==================== deck_builder
deck_builder/wire_density.png
The bar under the picture is 20 um long. 16 x 23 tiles, from black (low) to pale yellow (high), scaled to the fullest tile. Values are wire area over tile area, all layers added.
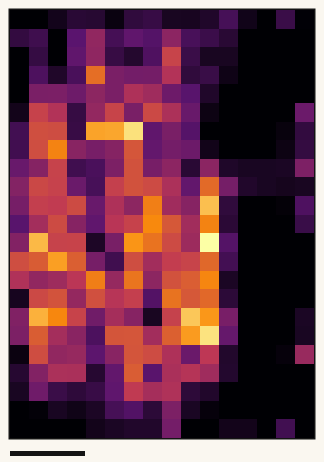
deck_builder/registers.png
Other sequential cells in the stronger gray, the rest of the logic in the fainter gray.
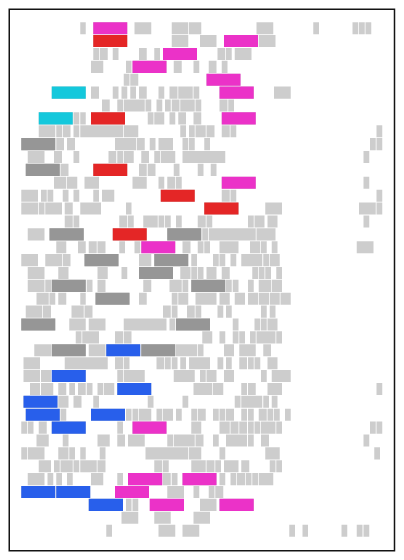
deck_builder/zoom.png
The bar under the picture is 20 um long. Region (0, 4) to (50, 54) um. Cells in gray, sequential cells in the stronger gray; small squares are vias.
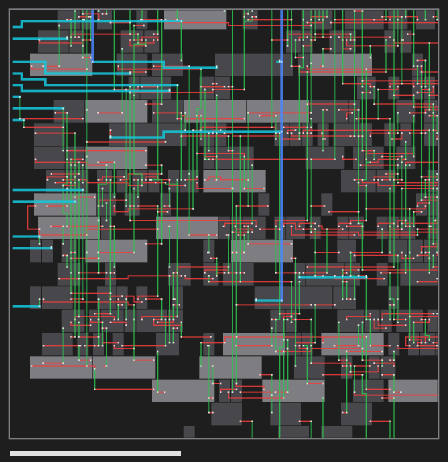
### config.mk
export PLATFORM = sky130hd
export DESIGN_NAME = deck_builder
export DESIGN_NICKNAME = d
export VERILOG_FILES = /design/src/rtl/deck_builder.sv
export SDC_FILE = /design/constraint.sdc
export NUM_CORES = 1
export LEC_CHECK = 0
export ABC_AREA = 1
export CAP_MARGIN = 15
export CORE_AREA = 2 2 79 112
export CTS_CLUSTER_SIZE = 8
export DETAILED_ROUTE_END_ITERATION = 7
export DIE_AREA = 0 0 81 114
export SLEW_MARGIN = 10
export SYNTH_ARGS = -nofsm -noshare
export SYNTH_HDL_FRONTEND = slang
export SYNTH_SLANG_ARGS = --single-unit
### constraint.sdc
create_clock -name clock -period 4.1 [get_ports clock]
set_clock_uncertainty 0.1 [all_clocks]
set_input_delay 0.41 -clock clock [delete_from_list [all_inputs] [get_ports clock]]
set_output_delay 0.41 -clock clock [all_outputs]
set_load 0.05 [all_outputs]
### src/rtl/deck_builder.sv
// Lays a 52-card deck into card RAM as a null-terminated linked list starting at BASE_ADDR.
// Define DECK_SHUFFLE_EN to start at seed mod 52 and stride the deck by 7.
module deck_builder #(
  parameter logic [9:0] BASE_ADDR = 10'd256
) (
  input  logic        clock,
  input  logic        reset,
  input  logic        start,
  input  logic [5:0]  seed,
  input  logic        ram_grant,
  output logic        busy,
  output logic        done,
  output logic [9:0]  head_addr,
  output logic [5:0]  card_count,
  output logic [9:0]  ram_address,
  output logic [31:0] ram_data,
  output logic        ram_wren
);

  typedef enum logic [1:0] {StIdle, StWrite, StDone} state_e;

  state_e      state_q, state_d;
  logic [5:0]  k_q, k_d;
  logic [5:0]  c_q, c_d;
  logic [5:0]  count_q, count_d;
  logic [9:0]  addr_q, addr_d;
  logic [31:0] data_q, data_d;
  logic        busy_q, busy_d;
  logic        done_q, done_d;
  logic [5:0]  c_start;
  logic [5:0]  c_sum;

`ifdef DECK_SHUFFLE_EN
  localparam logic [5:0] Step = 6'd7;
  assign c_start = (seed >= 6'd52) ? seed - 6'd52 : seed;
`else
  localparam logic [5:0] Step = 6'd1;
  logic unused_seed;
  assign unused_seed = ^seed;
  assign c_start     = 6'd0;
`endif

  // Suit by range comparison avoids a divider; value is the 1-based rank within the suit.
  function automatic logic [31:0] card_word(input logic [5:0] c, input logic [5:0] k);
    logic [1:0] suit;
    logic [5:0] rem;
    logic [9:0] next;
    if (c >= 6'd39) begin
      suit = 2'd3;
      rem  = c - 6'd39;
    end else if (c >= 6'd26) begin
      suit = 2'd2;
      rem  = c - 6'd26;
    end else if (c >= 6'd13) begin
      suit = 2'd1;
      rem  = c - 6'd13;
    end else begin
      suit = 2'd0;
      rem  = c;
    end
    next = (k == 6'd51) ? 10'd0 : BASE_ADDR + {4'd0, k} + 10'd1;
    return {1'b1, 9'd0, suit, rem[3:0] + 4'd1, 6'd0, next};
  endfunction

  always_comb begin
    state_d = state_q;
    k_d     = k_q;
    c_d     = c_q;
    count_d = count_q;
    addr_d  = addr_q;
    data_d  = data_q;
    busy_d  = busy_q;
    done_d  = 1'b0;
    c_sum   = c_q + Step;
    unique case (state_q)
      StIdle: begin
        if (start) begin
          state_d = StWrite;
          k_d     = 6'd0;
          c_d     = c_start;
          count_d = 6'd0;
          addr_d  = BASE_ADDR;
          data_d  = card_word(c_start, 6'd0);
          busy_d  = 1'b1;
        end
      end
      StWrite: begin
        if (ram_grant) begin
          count_d = count_q + 6'd1;
          if (k_q == 6'd51) begin
            state_d = StDone;
            busy_d  = 1'b0;
            done_d  = 1'b1;
          end else begin
            k_d    = k_q + 6'd1;
            c_d    = (c_sum >= 6'd52) ? c_sum - 6'd52 : c_sum;
            addr_d = addr_q + 10'd1;
            data_d = card_word(c_d, k_q + 6'd1);
          end
        end
      end
      StDone: state_d = StIdle;
      default: state_d = StIdle;
    endcase
  end

  always_ff @(posedge clock) begin
    if (reset) begin
      state_q <= StIdle;
      k_q     <= 6'd0;
      c_q     <= 6'd0;
      count_q <= 6'd0;
      addr_q  <= 10'd0;
      data_q  <= 32'd0;
      busy_q  <= 1'b0;
      done_q  <= 1'b0;
    end else begin
      state_q <= state_d;
      k_q     <= k_d;
      c_q     <= c_d;
      count_q <= count_d;
      addr_q  <= addr_d;
      data_q  <= data_d;
      busy_q  <= busy_d;
      done_q  <= done_d;
    end
  end

  // The presented word only commits in a granted cycle, so the enable is gated by the grant.
  assign ram_wren    = busy_q & ram_grant;
  assign busy        = busy_q;
  assign done        = done_q;
  assign head_addr   = BASE_ADDR;
  assign card_count  = count_q;
  assign ram_address = addr_q;
  assign ram_data    = data_q;

endmodule

==> results.json <==
{
  "crit_cells": 22,
  "reg2reg_to": "ram_data[18]",
  "core_sq_um": 8310,
  "start_kind": "flop",
  "yosysChipArea_sq_um": 2890,
  "grtUsageMet3_pct": 3.09,
  "finalWorstSetupSlack_ps": 749,
  "comb_share_pct": 47.6,
  "powerDensity_nw_per_um2": 307,
  "drive_above_1_share_pct": 10.4,
  "antenna_found_initial": 0,
  "post_dp_cell_area_sq_um": 3270,
  "maxCapViolations": 0,
  "clock-sinks": 47,
  "power_mw": 1.04,
  "top_usage_layer": "met2",
  "min_to": "ram_data[2]",
  "cp_top_family": "simple AND/OR/NAND/NOR gates",
  "hold_path_depth": 2,
  "lay_top_cells": "nand2_1, dfxtp_1, inv_1",
  "switching_share_pct": 30.3,
  "status": "finished, final reports clean",
  "detail_route.first_pass.iterations": 4,
  "cp-endpoint": "ram_data[18]",
  "ios": 71
}
Notes on deck_builder/wire_density.png above:
The fullest tile reaches 0.40. The emptiest ninth of the die: upper right. 20% of the tiles are over half the peak. The mean over all tiles is 0.11. 25% of the tiles are nearly empty.

Notes on deck_builder/registers.png above:
Red marks `k_q`, sequential cells 6. Blue marks `ram_address`, sequential cells 10, where lower left. Cyan marks `state_q`, sequential cells 2. Magenta marks `ram_data`, sequential cells 15.

Notes on deck_builder/zoom.png above:
Green marks met2. Cyan marks met3. Red marks met1. Blue marks met4.
173 logic cells have their middle in the window. Most frequent: nand2_1 (33), dfxtp_1 (21), inv_1 (19). Netlist names of flops here include `ram_address` (10), `ram_data` (6), `card_count` (3). Sequential cells in the window: 21.


==================== alu_hilo_muldiv_flat
alu_hilo_muldiv_flat/final_placement.png
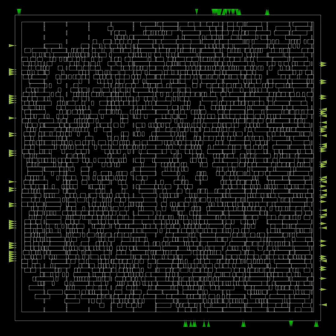
alu_hilo_muldiv_flat/zoom.png
The bar under the picture is 20 um long. Region (22, 22) to (72, 72) um. Cells in gray, sequential cells in the stronger gray; small squares are vias.
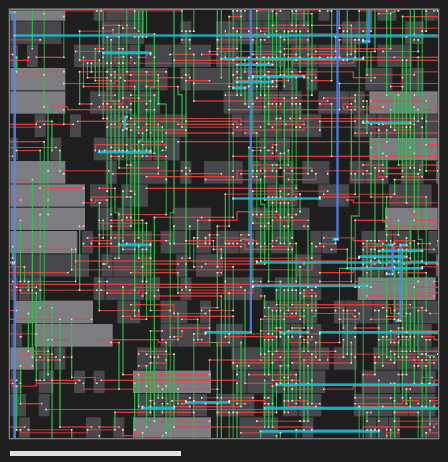
File: src/rtl/alu_pkg.sv
// alu_pkg: definitions shared between the ALU decoder and the HI/LO unit.
//   - MIPS funct codes for the HI/LO instruction group
//   - FSM state encoding of the iterative multiply/divide unit
package alu_pkg;

  localparam logic [5:0] F_MFHI  = 6'b010000;
  localparam logic [5:0] F_MTHI  = 6'b010001;
  localparam logic [5:0] F_MFLO  = 6'b010010;
  localparam logic [5:0] F_MTLO  = 6'b010011;
  localparam logic [5:0] F_MULT  = 6'b011000;
  localparam logic [5:0] F_MULTU = 6'b011001;
  localparam logic [5:0] F_DIV   = 6'b011010;
  localparam logic [5:0] F_DIVU  = 6'b011011;

  typedef enum logic [1:0] {IDLE, CALC, FIX, DONE} state_t;

endpackage

File: src/rtl/alu_hilo_muldiv_if.sv
// alu_hilo_muldiv_if: execute-stage request/response bundle of the HI/LO unit.
//   Valid_in/Func_in/A_in/B_in : request from EX (master -> slave)
//   Ready_out/Busy_out         : handshake/stall status (slave -> master)
//   Valid_out/O_out/DivZero_out: completion pulse and result (slave -> master)
interface alu_hilo_muldiv_if #(parameter int WIDTH = 32);
  logic             Valid_in;
  logic [5:0]       Func_in;
  logic [WIDTH-1:0] A_in;
  logic [WIDTH-1:0] B_in;
  logic             Ready_out;
  logic             Busy_out;
  logic             Valid_out;
  logic [WIDTH-1:0] O_out;
  logic             DivZero_out;

  modport master (output Valid_in, Func_in, A_in, B_in,
                  input  Ready_out, Busy_out, Valid_out, O_out, DivZero_out);
  modport slave  (input  Valid_in, Func_in, A_in, B_in,
                  output Ready_out, Busy_out, Valid_out, O_out, DivZero_out);
endinterface

File: src/rtl/muldiv_iter.sv
// muldiv_iter: unsigned magnitude datapath, one bit per step.
//   start  : load a_mag/b_mag, select multiply or divide, clear counter
//   step   : perform one iteration
//   last   : current step is the final (WIDTH-th) one
//   hi/lo  : multiply -> {hi,lo} = a_mag*b_mag
//            divide   -> hi = remainder, lo = quotient
module muldiv_iter #(
  parameter int WIDTH = 32,
  parameter int CNT_W = $clog2(WIDTH)
) (
  input  logic             clk,
  input  logic             rst_n,
  input  logic             start,
  input  logic             is_div,
  input  logic             step,
  input  logic [WIDTH-1:0] a_mag,
  input  logic [WIDTH-1:0] b_mag,
  output logic             last,
  output logic [WIDTH-1:0] hi,
  output logic [WIDTH-1:0] lo
);

  logic [WIDTH-1:0] opb;
  logic             div_r;
  logic [CNT_W-1:0] cnt;
  logic [WIDTH:0]   sum, shifted, diff;

  // Multiply: lo holds the remaining multiplier bits, product grows into hi.
  // Divide: lo shifts the dividend out at the top and the quotient in at the
  // bottom; hi is the partial remainder. Since rem < divisor, the trial
  // difference fits in WIDTH+1 bits and its MSB is the borrow.
  always_comb begin
    sum     = {1'b0, hi} + (lo[0] ? {1'b0, opb} : '0);
    shifted = {hi, lo[WIDTH-1]};
    diff    = shifted - {1'b0, opb};
  end

  assign last = (cnt == CNT_W'(WIDTH-1));

  always_ff @(posedge clk or negedge rst_n) begin
    if (!rst_n) begin
      hi    <= '0;
      lo    <= '0;
      opb   <= '0;
      div_r <= 1'b0;
      cnt   <= '0;
    end else if (start) begin
      hi    <= '0;
      lo    <= a_mag;
      opb   <= b_mag;
      div_r <= is_div;
      cnt   <= '0;
    end else if (step) begin
      cnt <= cnt + 1'b1;
      if (div_r) begin
        if (diff[WIDTH]) begin
          hi <= shifted[WIDTH-1:0];
          lo <= {lo[WIDTH-2:0], 1'b0};
        end else begin
          hi <= diff[WIDTH-1:0];
          lo <= {lo[WIDTH-2:0], 1'b1};
        end
      end else begin
        {hi, lo} <= {sum, lo[WIDTH-1:1]};
      end
    end
  end

endmodule

File: src/rtl/alu_hilo_muldiv.sv
// alu_hilo_muldiv: MIPS HI/LO unit (MULT/MULTU/DIV/DIVU/MFHI/MFLO/MTHI/MTLO).
//   Clk_in     : clock, rising edge
//   Reset_n_in : asynchronous active-low reset
//   bus        : request/response bundle (slave side)
// Single-cycle ops complete on the accepting edge. Multiply/divide run
// IDLE -> CALC (WIDTH cycles) -> FIX -> DONE, giving WIDTH+2 cycles latency.
module alu_hilo_muldiv
  import alu_pkg::*;
#(
  parameter int WIDTH = 32,
  parameter int CNT_W = $clog2(WIDTH)
) (
  input  logic               Clk_in,
  input  logic               Reset_n_in,
  alu_hilo_muldiv_if.slave   bus
);

  state_t           state;
  logic [WIDTH-1:0] hi_r, lo_r, o_r;
  logic             vld_r, dz_r;
  logic             is_div_r, neg_a_r, neg_b_r;

  logic             f_mul, f_div, f_sgn, b_zero, start;
  logic             a_neg, b_neg;
  logic [WIDTH-1:0] a_mag, b_mag;
  logic             it_last;
  logic [WIDTH-1:0] it_hi, it_lo;
  logic [2*WIDTH-1:0] prod, hilo_fix;
  logic [WIDTH-1:0] q_fix, r_fix;

  // Decode and operand magnitudes. Negating the most-negative value wraps
  // back to itself, which is already its correct unsigned magnitude.
  always_comb begin
    f_mul  = (bus.Func_in == F_MULT) || (bus.Func_in == F_MULTU);
    f_div  = (bus.Func_in == F_DIV)  || (bus.Func_in == F_DIVU);
    f_sgn  = (bus.Func_in == F_MULT) || (bus.Func_in == F_DIV);
    b_zero = (bus.B_in == '0);
    a_neg  = f_sgn && bus.A_in[WIDTH-1];
    b_neg  = f_sgn && bus.B_in[WIDTH-1];
    a_mag  = a_neg ? -bus.A_in : bus.A_in;
    b_mag  = b_neg ? -bus.B_in : bus.B_in;
    start  = (state == IDLE) && bus.Valid_in && (f_mul || (f_div && !b_zero));
  end

  muldiv_iter #(.WIDTH(WIDTH), .CNT_W(CNT_W)) u_iter (
    .clk    (Clk_in),
    .rst_n  (Reset_n_in),
    .start  (start),
    .is_div (f_div),
    .step   (state == CALC),
    .a_mag  (a_mag),
    .b_mag  (b_mag),
    .last   (it_last),
    .hi     (it_hi),
    .lo     (it_lo)
  );

  // Sign fix-up: product/quotient negative when operand signs differ,
  // remainder takes the sign of the dividend. DIV most-negative / -1 falls
  // out naturally: magnitude quotient 2^(W-1) negated wraps to itself.
  always_comb begin
    prod     = {it_hi, it_lo};
    q_fix    = (neg_a_r ^ neg_b_r) ? -it_lo : it_lo;
    r_fix    = neg_a_r ? -it_hi : it_hi;
    hilo_fix = is_div_r ? {r_fix, q_fix}
                        : ((neg_a_r ^ neg_b_r) ? -prod : prod);
  end

  always_ff @(posedge Clk_in or negedge Reset_n_in) begin
    if (!Reset_n_in) begin
      state    <= IDLE;
      hi_r     <= '0;
      lo_r     <= '0;
      o_r      <= '0;
      vld_r    <= 1'b0;
      dz_r     <= 1'b0;
      is_div_r <= 1'b0;
      neg_a_r  <= 1'b0;
      neg_b_r  <= 1'b0;
    end else begin
      vld_r <= 1'b0;
      dz_r  <= 1'b0;
      unique case (state)
        IDLE: if (bus.Valid_in) begin
          if (start) begin
            // O_out keeps its old value until the DONE pulse
            state    <= CALC;
            is_div_r <= f_div;
            neg_a_r  <= a_neg;
            neg_b_r  <= b_neg;
          end else begin
            vld_r <= 1'b1;
            o_r   <= '0;
            case (bus.Func_in)
              F_MFHI: o_r  <= hi_r;
              F_MFLO: o_r  <= lo_r;
              F_MTHI: hi_r <= bus.A_in;
              F_MTLO: lo_r <= bus.A_in;
              F_DIV, F_DIVU: dz_r <= 1'b1;  // only reachable with B_in == 0
              default: ;
            endcase
          end
        end
        CALC: if (it_last) state <= FIX;
        FIX: begin
          {hi_r, lo_r} <= hilo_fix;
          state        <= DONE;
        end
        DONE: begin
          vld_r <= 1'b1;
          o_r   <= lo_r;
          state <= IDLE;
        end
        default: state <= IDLE;
      endcase
    end
  end

  assign bus.Ready_out   = (state == IDLE);
  assign bus.Busy_out    = (state != IDLE);
  assign bus.Valid_out   = vld_r;
  assign bus.O_out       = o_r;
  assign bus.DivZero_out = dz_r;

endmodule

File: src/flat_wrapper.sv
// flat-port wrapper written by rule: the top's interface ports become plain ports
module alu_hilo_muldiv_flat import alu_pkg::*;
#(
  parameter int WIDTH = 32,
  parameter int CNT_W = $clog2(WIDTH)
)
  (Clk_in, Reset_n_in, bus_Valid_in, bus_Func_in, bus_A_in, bus_B_in, bus_Ready_out, bus_Busy_out, bus_Valid_out, bus_O_out, bus_DivZero_out);
  alu_hilo_muldiv_if #(.WIDTH(WIDTH)) bus_i ();
  input  logic Clk_in;
  input  logic Reset_n_in;
  input wire logic [$bits(bus_i.Valid_in)-1:0] bus_Valid_in;
  input wire logic [$bits(bus_i.Func_in)-1:0] bus_Func_in;
  input wire logic [$bits(bus_i.A_in)-1:0] bus_A_in;
  input wire logic [$bits(bus_i.B_in)-1:0] bus_B_in;
  output wire logic [$bits(bus_i.Ready_out)-1:0] bus_Ready_out;
  output wire logic [$bits(bus_i.Busy_out)-1:0] bus_Busy_out;
  output wire logic [$bits(bus_i.Valid_out)-1:0] bus_Valid_out;
  output wire logic [$bits(bus_i.O_out)-1:0] bus_O_out;
  output wire logic [$bits(bus_i.DivZero_out)-1:0] bus_DivZero_out;
  assign bus_i.Valid_in = bus_Valid_in;
  assign bus_i.Func_in = bus_Func_in;
  assign bus_i.A_in = bus_A_in;
  assign bus_i.B_in = bus_B_in;
  assign bus_Ready_out = bus_i.Ready_out;
  assign bus_Busy_out = bus_i.Busy_out;
  assign bus_Valid_out = bus_i.Valid_out;
  assign bus_O_out = bus_i.O_out;
  assign bus_DivZero_out = bus_i.DivZero_out;
  alu_hilo_muldiv #(.WIDTH(WIDTH), .CNT_W(CNT_W)) u_core (.Clk_in(Clk_in), .Reset_n_in(Reset_n_in), .bus(bus_i));
endmodule
File: config.mk
export PLATFORM = sky130hd
export DESIGN_NAME = alu_hilo_muldiv_flat
export DESIGN_NICKNAME = d
export VERILOG_FILES = /design/src/rtl/alu_pkg.sv /design/src/rtl/alu_hilo_muldiv_if.sv /design/src/rtl/muldiv_iter.sv /design/src/rtl/alu_hilo_muldiv.sv /design/src/flat_wrapper.sv
export SDC_FILE = /design/constraint.sdc
export NUM_CORES = 1
export LEC_CHECK = 0
export ABC_CLOCK_PERIOD_IN_PS = 4900
export CAP_MARGIN = 30
export CORE_MARGIN = 4
export CORE_UTILIZATION = 50
export CTS_CLUSTER_DIAMETER = 30
export CTS_CLUSTER_SIZE = 40
export DETAILED_ROUTE_END_ITERATION = 8
export GPL_ROUTABILITY_DRIVEN = 1
export HOLD_SLACK_MARGIN = 0.1
export PLACE_DENSITY = 0.68
export SLEW_MARGIN = 20
export SYNTH_ARGS = -nofsm -noshare
export SYNTH_HDL_FRONTEND = slang
export SYNTH_SLANG_ARGS = --single-unit
File: constraint.sdc
create_clock -name Clk_in -period 4.9 [get_ports Clk_in]
set_input_delay 0.98 -clock Clk_in [delete_from_list [all_inputs] [get_ports Clk_in]]
set_output_delay 0.98 -clock Clk_in [all_outputs]
set_load 0.01 [all_outputs]
==> results.json <==
{
  "status": "finished, final reports clean",
  "yosys.area.top_type": "dfrtp_1",
  "ys_sh_adder_pct": 5.88,
  "buffers": 140,
  "grt_usage_pct": 27.9,
  "ctsResizeCount": 0,
  "combPwrFrac_pct": 54.5,
  "leakagePower_nw": 8.21,
  "gp_congestion": 0.924,
  "syn_nets": 2199,
  "required_ps": 5370,
  "routedWlPerCell_um": 19.7,
  "hold_viol": 0,
  "crit_arrival_ps": 4430,
  "hold_ws_ps": 291,
  "vias": 15747,
  "r2r_cells": 10,
  "antennaDiodeCount": 0,
  "synthTopCellsByCount": "nand2_1, o21ai_0, dfrtp_1",
  "cp-endpoint": "u_core.hi_r[10]",
  "seq-power_mw": 3.53,
  "crit_path_max_fanout": 17,
  "comb_area_sq_um": 10600,
  "ys.flops": 205,
  "cp_top_family": "simple AND/OR/NAND/NOR gates",
  "cp_slowest_cell": "nor3b_1",
  "ys_seq_share_pct": 31.2
}
## Picture notes: alu_hilo_muldiv_flat/final_placement.png
flop share of the area: 26.0%
Tap Cells: 442

## Picture notes: alu_hilo_muldiv_flat/zoom.png
Blue marks met4. Green marks met2. Cyan marks met3. Red marks met1.
Most frequent: nand2_1 (25), nor2_1 (21). Sequential cells in the window: 14. Netlist names of flops here include `u_core.u_iter.opb` (8), `u_core.u_iter.hi` (6). 203 logic cells have their middle in the window.


==================== imem_boot_loader
imem_boot_loader/registers.png
Other sequential cells in the stronger gray, the rest of the logic in the fainter gray.
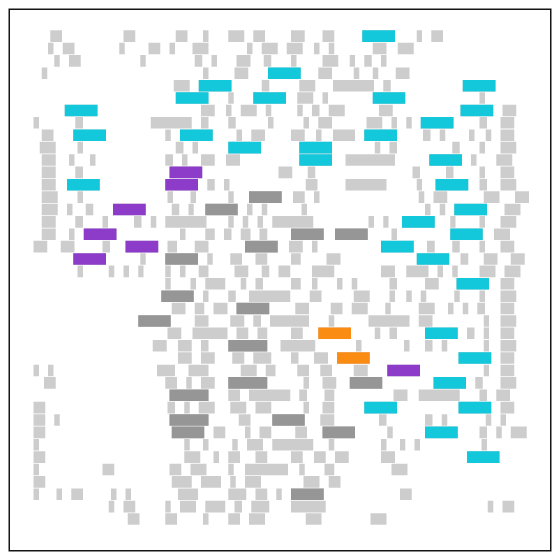
imem_boot_loader/zoom.png
The bar under the picture is 20 um long. Region (5, 5) to (55, 55) um. Cells in gray, sequential cells in the stronger gray; small squares are vias.
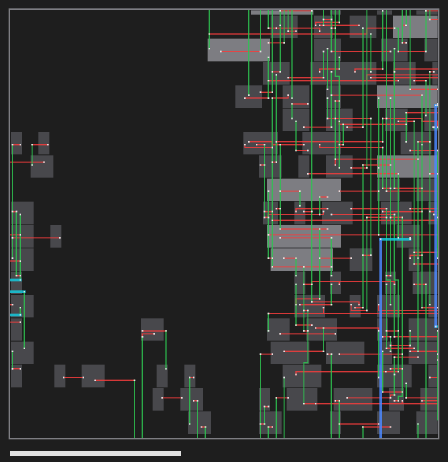
==> src/rtl/imem_boot_loader.sv <==
// ---------------------------------------------------------------------------
// imem_boot_loader
//
// Fills instruction memory from a valid/ready word stream before the CPU is
// allowed to run. While a load is pending or in progress the CPU is held in
// stall; once exactly load_len words have been written the hold is released
// and done is raised. Bad lengths (0 or > DEPTH) are rejected into an error
// state that keeps the CPU held.
//
// Ports
//   clk        in   system clock, all state on the rising edge
//   rst        in   synchronous active-high reset
//   start      in   one-cycle pulse requesting a load of load_len words
//   load_len   in   word count, sampled only when a start is accepted
//   s_valid    in   source presents a word on s_data
//   s_data     in   instruction word
//   s_ready    out  loader accepts a word this cycle (only in LOAD)
//   mem_we     out  instruction memory write enable (registered)
//   mem_addr   out  byte address of the write (word index << 2)
//   mem_wdata  out  word being written
//   cpu_hold   out  1 keeps the CPU PC at 0 / stalled
//   done       out  image fully loaded, CPU running
//   error      out  most recent start was rejected for a bad length
// ---------------------------------------------------------------------------
module imem_boot_loader #(
  parameter int DEPTH = 100,
  parameter int LEN_W = 7
) (
  input  logic             clk,
  input  logic             rst,
  input  logic             start,
  input  logic [LEN_W-1:0] load_len,
  input  logic             s_valid,
  input  logic [31:0]      s_data,
  output logic             s_ready,
  output logic             mem_we,
  output logic [31:0]      mem_addr,
  output logic [31:0]      mem_wdata,
  output logic             cpu_hold,
  output logic             done,
  output logic             error
);

  typedef enum logic [1:0] {
    IDLE = 2'd0,
    LOAD = 2'd1,
    DONE = 2'd2,
    ERR  = 2'd3
  } state_t;

  localparam logic [LEN_W-1:0] DEPTH_L = LEN_W'(DEPTH);
  localparam logic [LEN_W-1:0] ONE_L   = LEN_W'(1);

  state_t           state_q;
  logic [LEN_W-1:0] len_q;
  logic [LEN_W-1:0] count_q;
  logic             mem_we_q;
  logic [31:0]      mem_addr_q;
  logic [31:0]      mem_wdata_q;
  logic             cpu_hold_q;
  logic             done_q;
  logic             error_q;

  logic len_ok;
  logic xfer;

  // Accepting load_len == DEPTH is fine: LEN_W is wide enough to hold DEPTH,
  // and the last word lands at (DEPTH-1)*4, so no address wrap is possible.
  assign len_ok = (load_len != '0) && (load_len <= DEPTH_L);

  // Ready is a pure decode of the registered state, so the source never
  // sees a combinational path from its own valid.
  assign s_ready = (state_q == LOAD);
  assign xfer    = s_valid && s_ready;

  always_ff @(posedge clk) begin
    if (rst) begin
      state_q     <= IDLE;
      len_q       <= '0;
      count_q     <= '0;
      mem_we_q    <= 1'b0;
      mem_addr_q  <= '0;
      mem_wdata_q <= '0;
      cpu_hold_q  <= 1'b1;
      done_q      <= 1'b0;
      error_q     <= 1'b0;
    end else begin
      // Write strobe is a single-cycle pulse per accepted word.
      mem_we_q <= 1'b0;

      case (state_q)
        IDLE, DONE, ERR: begin
          if (start) begin
            cpu_hold_q <= 1'b1;
            done_q     <= 1'b0;
            if (len_ok) begin
              state_q <= LOAD;
              len_q   <= load_len;
              count_q <= '0;
              error_q <= 1'b0;
            end else begin
              state_q <= ERR;
              error_q <= 1'b1;
            end
          end
        end

        LOAD: begin
          // start is deliberately ignored here; only the stream advances.
          if (xfer) begin
            mem_we_q    <= 1'b1;
            mem_wdata_q <= s_data;
            mem_addr_q  <= 32'({count_q, 2'b00});
            count_q     <= count_q + ONE_L;
            // Final word: hold release lands on the same edge as the last
            // write. The CPU fetches address 0 first, which is long written.
            if (count_q == len_q - ONE_L) begin
              state_q    <= DONE;
              cpu_hold_q <= 1'b0;
              done_q     <= 1'b1;
            end
          end
        end

        default: begin
          state_q    <= IDLE;
          cpu_hold_q <= 1'b1;
          done_q     <= 1'b0;
          error_q    <= 1'b0;
        end
      endcase
    end
  end

  assign mem_we    = mem_we_q;
  assign mem_addr  = mem_addr_q;
  assign mem_wdata = mem_wdata_q;
  assign cpu_hold  = cpu_hold_q;
  assign done      = done_q;
  assign error     = error_q;

endmodule

==> config.mk <==
export PLATFORM = sky130hd
export DESIGN_NAME = imem_boot_loader
export DESIGN_NICKNAME = d
export VERILOG_FILES = /design/src/rtl/imem_boot_loader.sv
export SDC_FILE = /design/constraint.sdc
export NUM_CORES = 1
export LEC_CHECK = 0
export CELL_PAD_IN_SITES_DETAIL_PLACEMENT = 2
export CELL_PAD_IN_SITES_GLOBAL_PLACEMENT = 2
export CORE_MARGIN = 4
export CORE_UTILIZATION = 21
export CTS_CLUSTER_SIZE = 24
export DETAILED_ROUTE_END_ITERATION = 8
export GPL_ROUTABILITY_DRIVEN = 0
export GPL_TIMING_DRIVEN = 0
export HOLD_SLACK_MARGIN = 0.12
export PLACE_DENSITY = 0.8
export SLEW_MARGIN = 25
export SYNTH_ARGS = -nofsm -noshare
export SYNTH_HDL_FRONTEND = slang
export SYNTH_SLANG_ARGS = --single-unit
==> constraint.sdc <==
create_clock -name clk -period 1.93 [get_ports clk]
set_input_delay 0.2895 -clock clk [delete_from_list [all_inputs] [get_ports clk]]
set_output_delay 0.2895 -clock clk [all_outputs]
set_load 0.1 [all_outputs]
==> results.json <==
{
  "register_area_sq_um": 1200,
  "final_max_slew_viol_count": 0,
  "mostFrequentLayoutCell": "nand2_1",
  "inv_count": 3,
  "buffer_area_share_pct": 28.3,
  "violations": "setup timing",
  "drive_above_1_share_pct": 18.0,
  "vias_per_cell": 4.27,
  "syn-mean-instance-area_sq_um": 8.26,
  "crit_arrival_ps": 2170,
  "maxCapViolations": 0,
  "finalWorstSetupSlack_ps": -18.3,
  "setup_violations": 1,
  "synth_top_area_share_pct": 46.0,
  "top_layer": "met4",
  "status": "finished with violations"
}
## Picture notes: imem_boot_loader/registers.png
Purple marks `mem_addr`, sequential cells 7. Orange marks `state_q`, sequential cells 2. Cyan marks `mem_wdata`, sequential cells 32.
Another 18 sequential cells are not colored.

## Picture notes: imem_boot_loader/zoom.png
Blue marks met4. Cyan marks met3. Red marks met1. Green marks met2.
Netlist names of flops here include `len_q` (5), `count_q` (2). Most frequent: buf_4 (19), conb_1 (13). 81 logic cells have their middle in the window. Sequential cells in the window: 7.


==================== keypad_matrix_driver
keypad_matrix_driver/metal_stack.png
The bar under the picture is 20 um long. Two of the layers only.
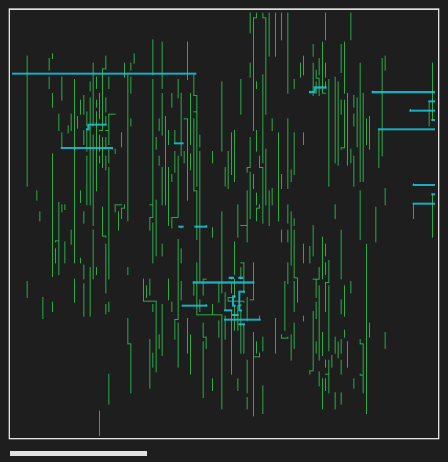
keypad_matrix_driver/final_placement.png
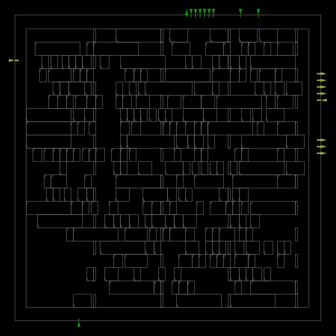
keypad_matrix_driver/cell_classes.png
Fill, decap, tap and diode cells in gray.
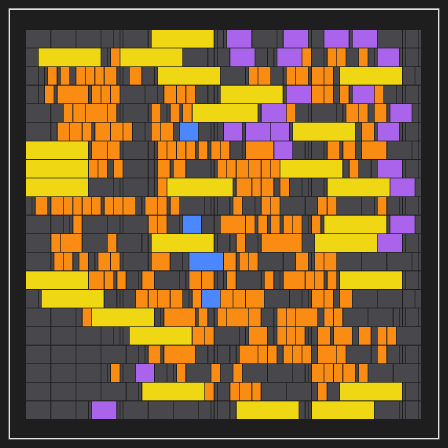
File: config.mk
export PLATFORM = sky130hd
export DESIGN_NAME = keypad_matrix_driver
export DESIGN_NICKNAME = d
export VERILOG_FILES = /design/src/rtl/keypad_matrix_driver.sv
export SDC_FILE = /design/constraint.sdc
export NUM_CORES = 1
export LEC_CHECK = 0
export ABC_AREA = 1
export CORE_MARGIN = 2
export CORE_UTILIZATION = 45
export DETAILED_ROUTE_END_ITERATION = 7
export PLACE_DENSITY_LB_ADDON = 0.12
export SETUP_SLACK_MARGIN = 0.5
export SYNTH_ARGS = -nofsm -noshare
export SYNTH_HDL_FRONTEND = slang
export SYNTH_SLANG_ARGS = --single-unit
File: constraint.sdc
create_clock -name clk -period 2.5 [get_ports clk]
set_input_delay 0.25 -clock clk [delete_from_list [all_inputs] [get_ports clk]]
set_output_delay 0.25 -clock clk [all_outputs]
set_load 0.01 [all_outputs]
File: src/rtl/keypad_matrix_driver.sv
// Purpose: simulated 4x4 keypad that closes a queued key against a one-hot column scan.
// Latency: rows follow cols combinationally; an accepted press closes the contact one clock later.
// Backpressure: key_ready is high only in IDLE; a press is taken on key_valid & key_ready.
module keypad_matrix_driver #(
    parameter int HOLD_SCANS    = 4,
    parameter int GAP_SCANS     = 2,
    parameter int BOUNCE_CYCLES = 0
) (
    input  logic       clk,
    input  logic       rst,
    input  logic [3:0] cols,
    output logic [3:0] rows,
    input  logic       key_valid,
    input  logic [3:0] key_code,
    output logic       key_ready,
    output logic       busy,
    output logic       contact,
    output logic       done
);

    typedef enum logic [2:0] {
        IDLE,
        BOUNCE_IN,
        HOLD,
        BOUNCE_OUT,
        GAP
    } state_t;

    localparam logic [7:0] HOLD_LAST  = 8'(HOLD_SCANS - 1);
    localparam logic [7:0] GAP_LAST   = 8'(GAP_SCANS - 1);
    localparam logic [7:0] BNC_LAST   = 8'(BOUNCE_CYCLES - 1);
    localparam bit         HAS_BOUNCE = (BOUNCE_CYCLES > 0);

    state_t     state_q, state_d;
    logic [3:0] code_q, code_d;
    logic [7:0] bcnt_q, bcnt_d;
    logic [7:0] scnt_q, scnt_d;
    logic       contact_q, contact_d;
    logic       done_q, done_d;
    logic       cols0_q;
    logic       scan_edge;

    // One rising edge of column 0 marks the start of a new full scan.
    assign scan_edge = cols[0] & ~cols0_q;

    always_ff @(posedge clk or posedge rst) begin
        if (rst) begin
            state_q   <= IDLE;
            code_q    <= 4'd0;
            bcnt_q    <= 8'd0;
            scnt_q    <= 8'd0;
            contact_q <= 1'b0;
            done_q    <= 1'b0;
            cols0_q   <= 1'b0;
        end else begin
            state_q   <= state_d;
            code_q    <= code_d;
            bcnt_q    <= bcnt_d;
            scnt_q    <= scnt_d;
            contact_q <= contact_d;
            done_q    <= done_d;
            cols0_q   <= cols[0];
        end
    end

    always_comb begin
        state_d = state_q;
        code_d  = code_q;
        bcnt_d  = bcnt_q;
        scnt_d  = scnt_q;
        done_d  = 1'b0;

        case (state_q)
            IDLE: begin
                if (key_valid) begin
                    code_d  = key_code;
                    bcnt_d  = 8'd0;
                    scnt_d  = 8'd0;
                    state_d = HAS_BOUNCE ? BOUNCE_IN : HOLD;
                end
            end
            BOUNCE_IN: begin
                if (bcnt_q == BNC_LAST) begin
                    bcnt_d  = 8'd0;
                    state_d = HOLD;
                end else begin
                    bcnt_d = bcnt_q + 8'd1;
                end
            end
            HOLD: begin
                if (scan_edge) begin
                    if (scnt_q == HOLD_LAST) begin
                        scnt_d  = 8'd0;
                        bcnt_d  = 8'd0;
                        state_d = HAS_BOUNCE ? BOUNCE_OUT : GAP;
                    end else begin
                        scnt_d = scnt_q + 8'd1;
                    end
                end
            end
            BOUNCE_OUT: begin
                if (bcnt_q == BNC_LAST) begin
                    bcnt_d  = 8'd0;
                    state_d = GAP;
                end else begin
                    bcnt_d = bcnt_q + 8'd1;
                end
            end
            GAP: begin
                if (scan_edge) begin
                    if (scnt_q == GAP_LAST) begin
                        scnt_d  = 8'd0;
                        state_d = IDLE;
                        done_d  = 1'b1;
                    end else begin
                        scnt_d = scnt_q + 8'd1;
                    end
                end
            end
            default: state_d = IDLE;
        endcase

        // Contact is registered, so it is derived from the state being entered.
        case (state_d)
            BOUNCE_IN:  contact_d = ~bcnt_d[0];
            HOLD:       contact_d = 1'b1;
            BOUNCE_OUT: contact_d = bcnt_d[0];
            default:    contact_d = 1'b0;
        endcase
    end

    assign key_ready = (state_q == IDLE);
    assign busy      = ~key_ready;
    assign contact   = contact_q;
    assign done      = done_q;
    assign rows      = (contact_q && cols[code_q[1:0]]) ? (4'b0001 << code_q[3:2]) : 4'b0000;

endmodule

==> results.json <==
{
  "status": "finished, final reports clean",
  "start_kind": "flop",
  "stdcell_count": 293,
  "top_layer": "met4",
  "maxCapViolations": 0,
  "mostFrequentLayoutCell": "nand2_1",
  "cts_setup_buffers": 0,
  "seq_share_pct": 35.1,
  "ys.flops": 26,
  "powerDensity_nw_per_um2": 855,
  "combPwrFrac_pct": 41.9,
  "p_clk_uw": 218,
  "synth_warnings": 0,
  "wl_mm": 3.19,
  "grt_usage_pct": 17.6,
  "cp_num_buf_inv": 2,
  "grt_overflow": 0,
  "final_max_slew_viol_count": 0,
  "cts.htree.levels": 1,
  "seq_cells": 26,
  "rows": 21,
  "gp_congestion": 0.803,
  "synthFlopType": "dfrtp_1",
  "inv_count": 37
}
## Picture notes: keypad_matrix_driver/metal_stack.png
Cyan marks met3, wire length 96.5 um. Green marks met2, wire length 1450 um.

## Picture notes: keypad_matrix_driver/final_placement.png
CORE AREA: 3310 sq um
FILL cells: 346

## Picture notes: keypad_matrix_driver/cell_classes.png
Yellow marks flip-flops, cells 26, share of their area 36%. Orange marks all other logic, cells 195, share of their area 50%. Blue marks clock drivers and dummy loads, cells 4, share of their area 2.0%. Purple marks other buffers and delay cells, cells 22, share of their area 11%.


==================== reg_bus_arbiter
reg_bus_arbiter/registers.png
Other sequential cells in the stronger gray, the rest of the logic in the fainter gray.
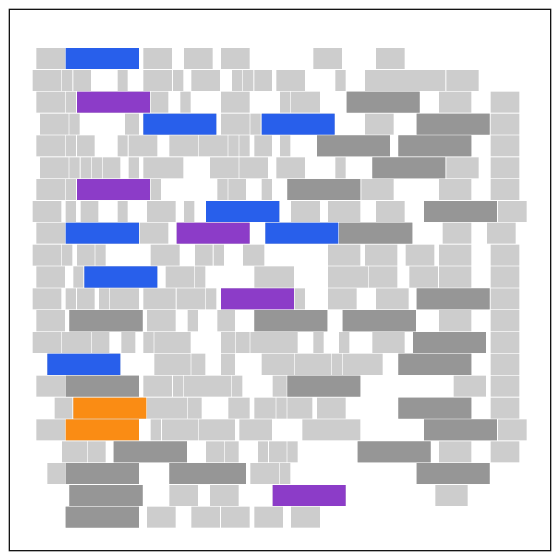
reg_bus_arbiter/final_placement.png
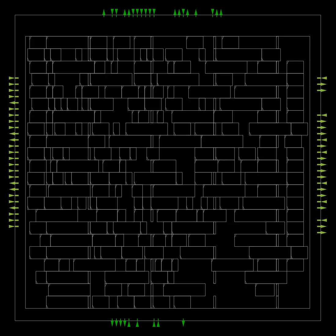
**src/rtl/reg_bus_arbiter.sv**
```systemverilog
`default_nettype none
// ============================================================================
// Module   : reg_bus_arbiter
// Purpose  : Two-port round-robin arbiter/sequencer for the shared register bus.
// Revision : 1.0  initial release
// ============================================================================
module reg_bus_arbiter #(
   parameter int ADDR_W = 5,
   parameter int DATA_W = 8,
   parameter int RD_LAT = 1
) (
   input  logic              i_clk,
   input  logic              i_rst,
   input  logic              i_m0_req,
   input  logic              i_m0_we,
   input  logic [ADDR_W-1:0] i_m0_addr,
   input  logic [DATA_W-1:0] i_m0_wdata,
   output logic              o_m0_ack,
   output logic [DATA_W-1:0] o_m0_rdata,
   input  logic              i_m1_req,
   input  logic              i_m1_we,
   input  logic [ADDR_W-1:0] i_m1_addr,
   input  logic [DATA_W-1:0] i_m1_wdata,
   output logic              o_m1_ack,
   output logic [DATA_W-1:0] o_m1_rdata,
   output logic              o_bus_wr,
   output logic              o_bus_rd,
   output logic [ADDR_W-1:0] o_bus_addr,
   output logic [DATA_W-1:0] o_bus_wdata,
   input  logic [DATA_W-1:0] i_bus_rdata,
   output logic              o_busy,
   output logic              o_grant
);

   typedef enum logic [1:0] {
      S_IDLE  = 2'd0,
      S_ISSUE = 2'd1,
      S_WAIT  = 2'd2,
      S_DONE  = 2'd3
   } state_t;

   // Counter value on the last WAIT cycle; unused when the read is captured in ISSUE.
   localparam logic [1:0] c_LAST_WAIT = (RD_LAT > 0) ? 2'(RD_LAT - 1) : 2'd0;
   localparam bit         c_NO_WAIT   = (RD_LAT == 0);

   state_t              state_q, state_d;
   logic                grant_q, grant_d;
   logic                we_q, we_d;
   logic [ADDR_W-1:0]   addr_q, addr_d;
   logic [DATA_W-1:0]   wdata_q, wdata_d;
   logic                wr_q, wr_d;
   logic                rd_q, rd_d;
   logic                ack0_q, ack0_d;
   logic                ack1_q, ack1_d;
   logic [DATA_W-1:0]   rdata0_q, rdata0_d;
   logic [DATA_W-1:0]   rdata1_q, rdata1_d;
   logic                busy_q, busy_d;
   logic [1:0]          cnt_q, cnt_d;

   logic                w_any_req;
   logic                w_winner;
   logic                w_win_we;
   logic [ADDR_W-1:0]   w_win_addr;
   logic [DATA_W-1:0]   w_win_wdata;
   logic                w_capture;

   // On contention the port that did not own the last transaction wins.
   assign w_any_req   = i_m0_req | i_m1_req;
   assign w_winner    = (i_m0_req & i_m1_req) ? ~grant_q : i_m1_req;
   assign w_win_we    = w_winner ? i_m1_we    : i_m0_we;
   assign w_win_addr  = w_winner ? i_m1_addr  : i_m0_addr;
   assign w_win_wdata = w_winner ? i_m1_wdata : i_m0_wdata;

   always_comb begin
      state_d   = state_q;
      grant_d   = grant_q;
      we_d      = we_q;
      addr_d    = addr_q;
      wdata_d   = wdata_q;
      cnt_d     = cnt_q;
      rdata0_d  = rdata0_q;
      rdata1_d  = rdata1_q;
      wr_d      = 1'b0;
      rd_d      = 1'b0;
      w_capture = 1'b0;

      case (state_q)
         S_IDLE: begin
            if (w_any_req) begin
               grant_d = w_winner;
               we_d    = w_win_we;
               addr_d  = w_win_addr;
               wdata_d = w_win_wdata;
               wr_d    = w_win_we;
               rd_d    = ~w_win_we;
               state_d = S_ISSUE;
            end
         end
         S_ISSUE: begin
            cnt_d = 2'd0;
            if (we_q) begin
               state_d = S_DONE;
            end else if (c_NO_WAIT) begin
               w_capture = 1'b1;
               state_d   = S_DONE;
            end else begin
               state_d = S_WAIT;
            end
         end
         S_WAIT: begin
            if (cnt_q == c_LAST_WAIT) begin
               w_capture = 1'b1;
               state_d   = S_DONE;
            end else begin
               cnt_d = cnt_q + 2'd1;
            end
         end
         S_DONE: begin
            state_d = S_IDLE;
         end
         default: begin
            state_d = S_IDLE;
         end
      endcase

      if (w_capture) begin
         if (grant_q) begin
            rdata1_d = i_bus_rdata;
         end else begin
            rdata0_d = i_bus_rdata;
         end
      end

      // Outputs are registered, so they are derived from the upcoming state.
      ack0_d = (state_d == S_DONE) && !grant_d;
      ack1_d = (state_d == S_DONE) &&  grant_d;
      busy_d = (state_d != S_IDLE);
   end

   always_ff @(posedge i_clk or posedge i_rst) begin
      if (i_rst) begin
         state_q  <= S_IDLE;
         grant_q  <= 1'b1;
         we_q     <= 1'b0;
         addr_q   <= '0;
         wdata_q  <= '0;
         wr_q     <= 1'b0;
         rd_q     <= 1'b0;
         ack0_q   <= 1'b0;
         ack1_q   <= 1'b0;
         rdata0_q <= '0;
         rdata1_q <= '0;
         busy_q   <= 1'b0;
         cnt_q    <= 2'd0;
      end else begin
         state_q  <= state_d;
         grant_q  <= grant_d;
         we_q     <= we_d;
         addr_q   <= addr_d;
         wdata_q  <= wdata_d;
         wr_q     <= wr_d;
         rd_q     <= rd_d;
         ack0_q   <= ack0_d;
         ack1_q   <= ack1_d;
         rdata0_q <= rdata0_d;
         rdata1_q <= rdata1_d;
         busy_q   <= busy_d;
         cnt_q    <= cnt_d;
      end
   end

   assign o_m0_ack    = ack0_q;
   assign o_m1_ack    = ack1_q;
   assign o_m0_rdata  = rdata0_q;
   assign o_m1_rdata  = rdata1_q;
   assign o_bus_wr    = wr_q;
   assign o_bus_rd    = rd_q;
   assign o_bus_addr  = addr_q;
   assign o_bus_wdata = wdata_q;
   assign o_busy      = busy_q;
   assign o_grant     = grant_q;

endmodule
`default_nettype wire
```
**config.mk**
```make
export PLATFORM = sky130hd
export DESIGN_NAME = reg_bus_arbiter
export DESIGN_NICKNAME = d
export VERILOG_FILES = /design/src/rtl/reg_bus_arbiter.sv
export SDC_FILE = /design/constraint.sdc
export NUM_CORES = 1
export LEC_CHECK = 0
export CAP_MARGIN = 20
export CORE_MARGIN = 2
export CORE_UTILIZATION = 43
export CTS_CLUSTER_DIAMETER = 40
export DETAILED_ROUTE_END_ITERATION = 12
export GPL_TIMING_DRIVEN = 0
export HOLD_SLACK_MARGIN = 0.1
export PLACE_DENSITY = 0.85
export RECOVER_POWER = 25
export SETUP_SLACK_MARGIN = 0.15
export SLEW_MARGIN = 20
export SYNTH_ARGS = -nofsm -noshare
export SYNTH_HDL_FRONTEND = slang
export SYNTH_SLANG_ARGS = --single-unit
```
**constraint.sdc**
```tcl
create_clock -name i_clk -period 2.7 [get_ports i_clk]
set_input_delay 0.27 -clock i_clk [delete_from_list [all_inputs] [get_ports i_clk]]
set_output_delay 0.27 -clock i_clk [all_outputs]
set_load 0.02 [all_outputs]
```
==> results.json <==
{
  "post_dp_cell_area_sq_um": 2550,
  "ys_top_logic_family": "simple AND/OR/NAND/NOR gates",
  "fin_area_sq_um": 2630,
  "synthArstFlopShare_pct": 100,
  "seq_cells": 40,
  "ys_sh_adder_pct": 3.64,
  "comb_share_pct": 25.2,
  "antennaDiodeCount": 0,
  "cp_top_family": "buffers and inverters",
  "start_kind": "flop",
  "power_mw": 2.96,
  "status": "finished, final reports clean",
  "topCellsByArea": "dfrtp_1, mux2_2, nand2_1",
  "die_w_um": 67.3,
  "detail_route.first_pass.iterations": 4,
  "clockBufferDepth": 2,
  "crit_arrival_ps": 1520
}
About reg_bus_arbiter/registers.png:
Purple marks `o_bus_addr`, sequential cells 5. Orange marks `state_q`, sequential cells 2. Blue marks `o_bus_wdata`, sequential cells 8.

About reg_bus_arbiter/final_placement.png:
flop share of the area: 38.1%
post-layout util: 70.3%
FILL cells: 301
non-filler instance count after layout: 278



==> gallery <==
Wiring heat map.
(a)
The bar under the picture is 20 um long. 13 x 13 tiles, from black (low) to pale yellow (high), scaled to the fullest tile. Values are wire area over tile area, all layers added.
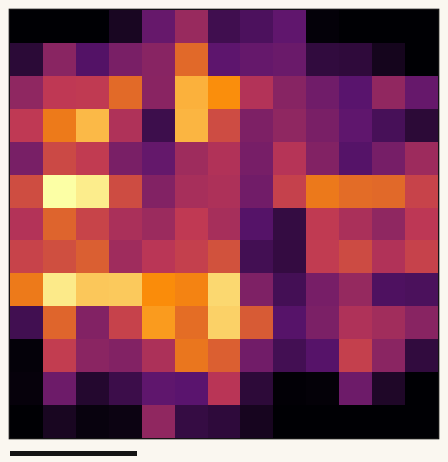
(b)
The bar under the picture is 20 um long. 13 x 13 tiles, from black (low) to pale yellow (high), scaled to the fullest tile. Values are wire area over tile area, all layers added.
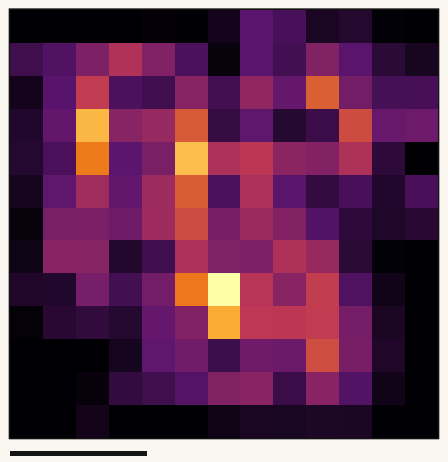
(c)
The bar under the picture is 20 um long. 24 x 24 tiles, from black (low) to pale yellow (high), scaled to the fullest tile. Values are wire area over tile area, all layers added.
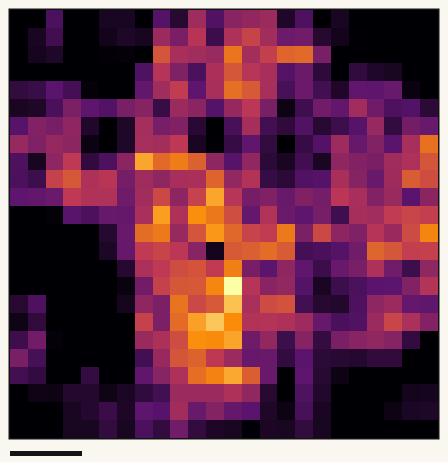
(d)
The bar under the picture is 50 um long. 38 x 38 tiles, from black (low) to pale yellow (high), scaled to the fullest tile. Values are wire area over tile area, all layers added.
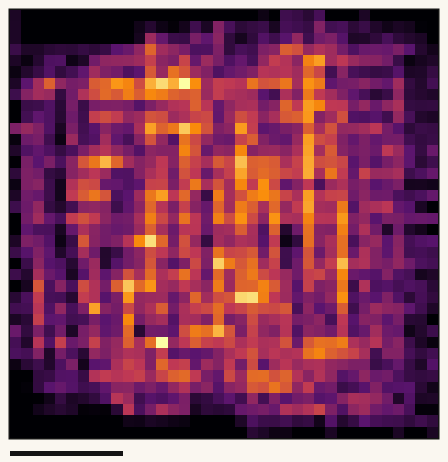
- smallest die: (b)
- largest die: (d)
| picture | from |
|---|---|
| (a) | reg_bus_arbiter |
| (c) | imem_boot_loader |
| (d) | alu_hilo_muldiv_flat |
| (b) | keypad_matrix_driver |


## Gallery

Placed cells, one color a class.
Fill, decap, tap and diode cells in gray.
picture 1
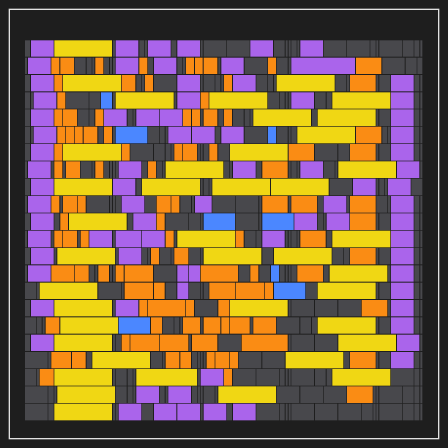
picture 2
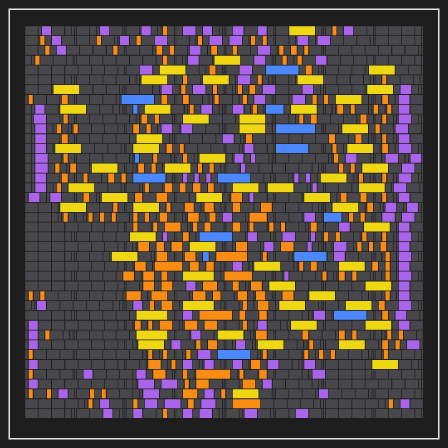
picture 3
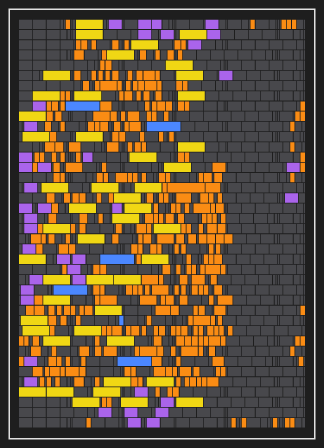
picture 4
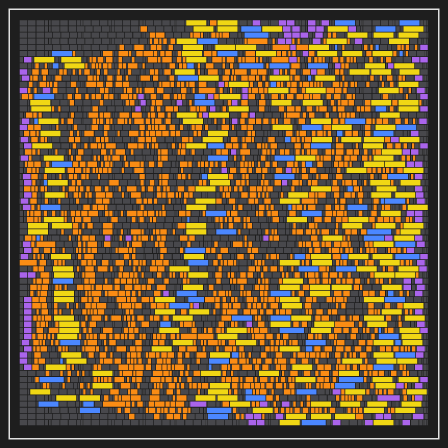
- deck_builder = picture 3
- alu_hilo_muldiv_flat = picture 4
- reg_bus_arbiter = picture 1
- imem_boot_loader = picture 2

Key to picture 3:
Purple marks other buffers and delay cells, cells 40, share of their area 12%. Orange marks all other logic, cells 349, share of their area 55%. Yellow marks flip-flops, cells 47, share of their area 29%. Blue marks clock drivers and dummy loads, cells 6, share of their area 3.9%.

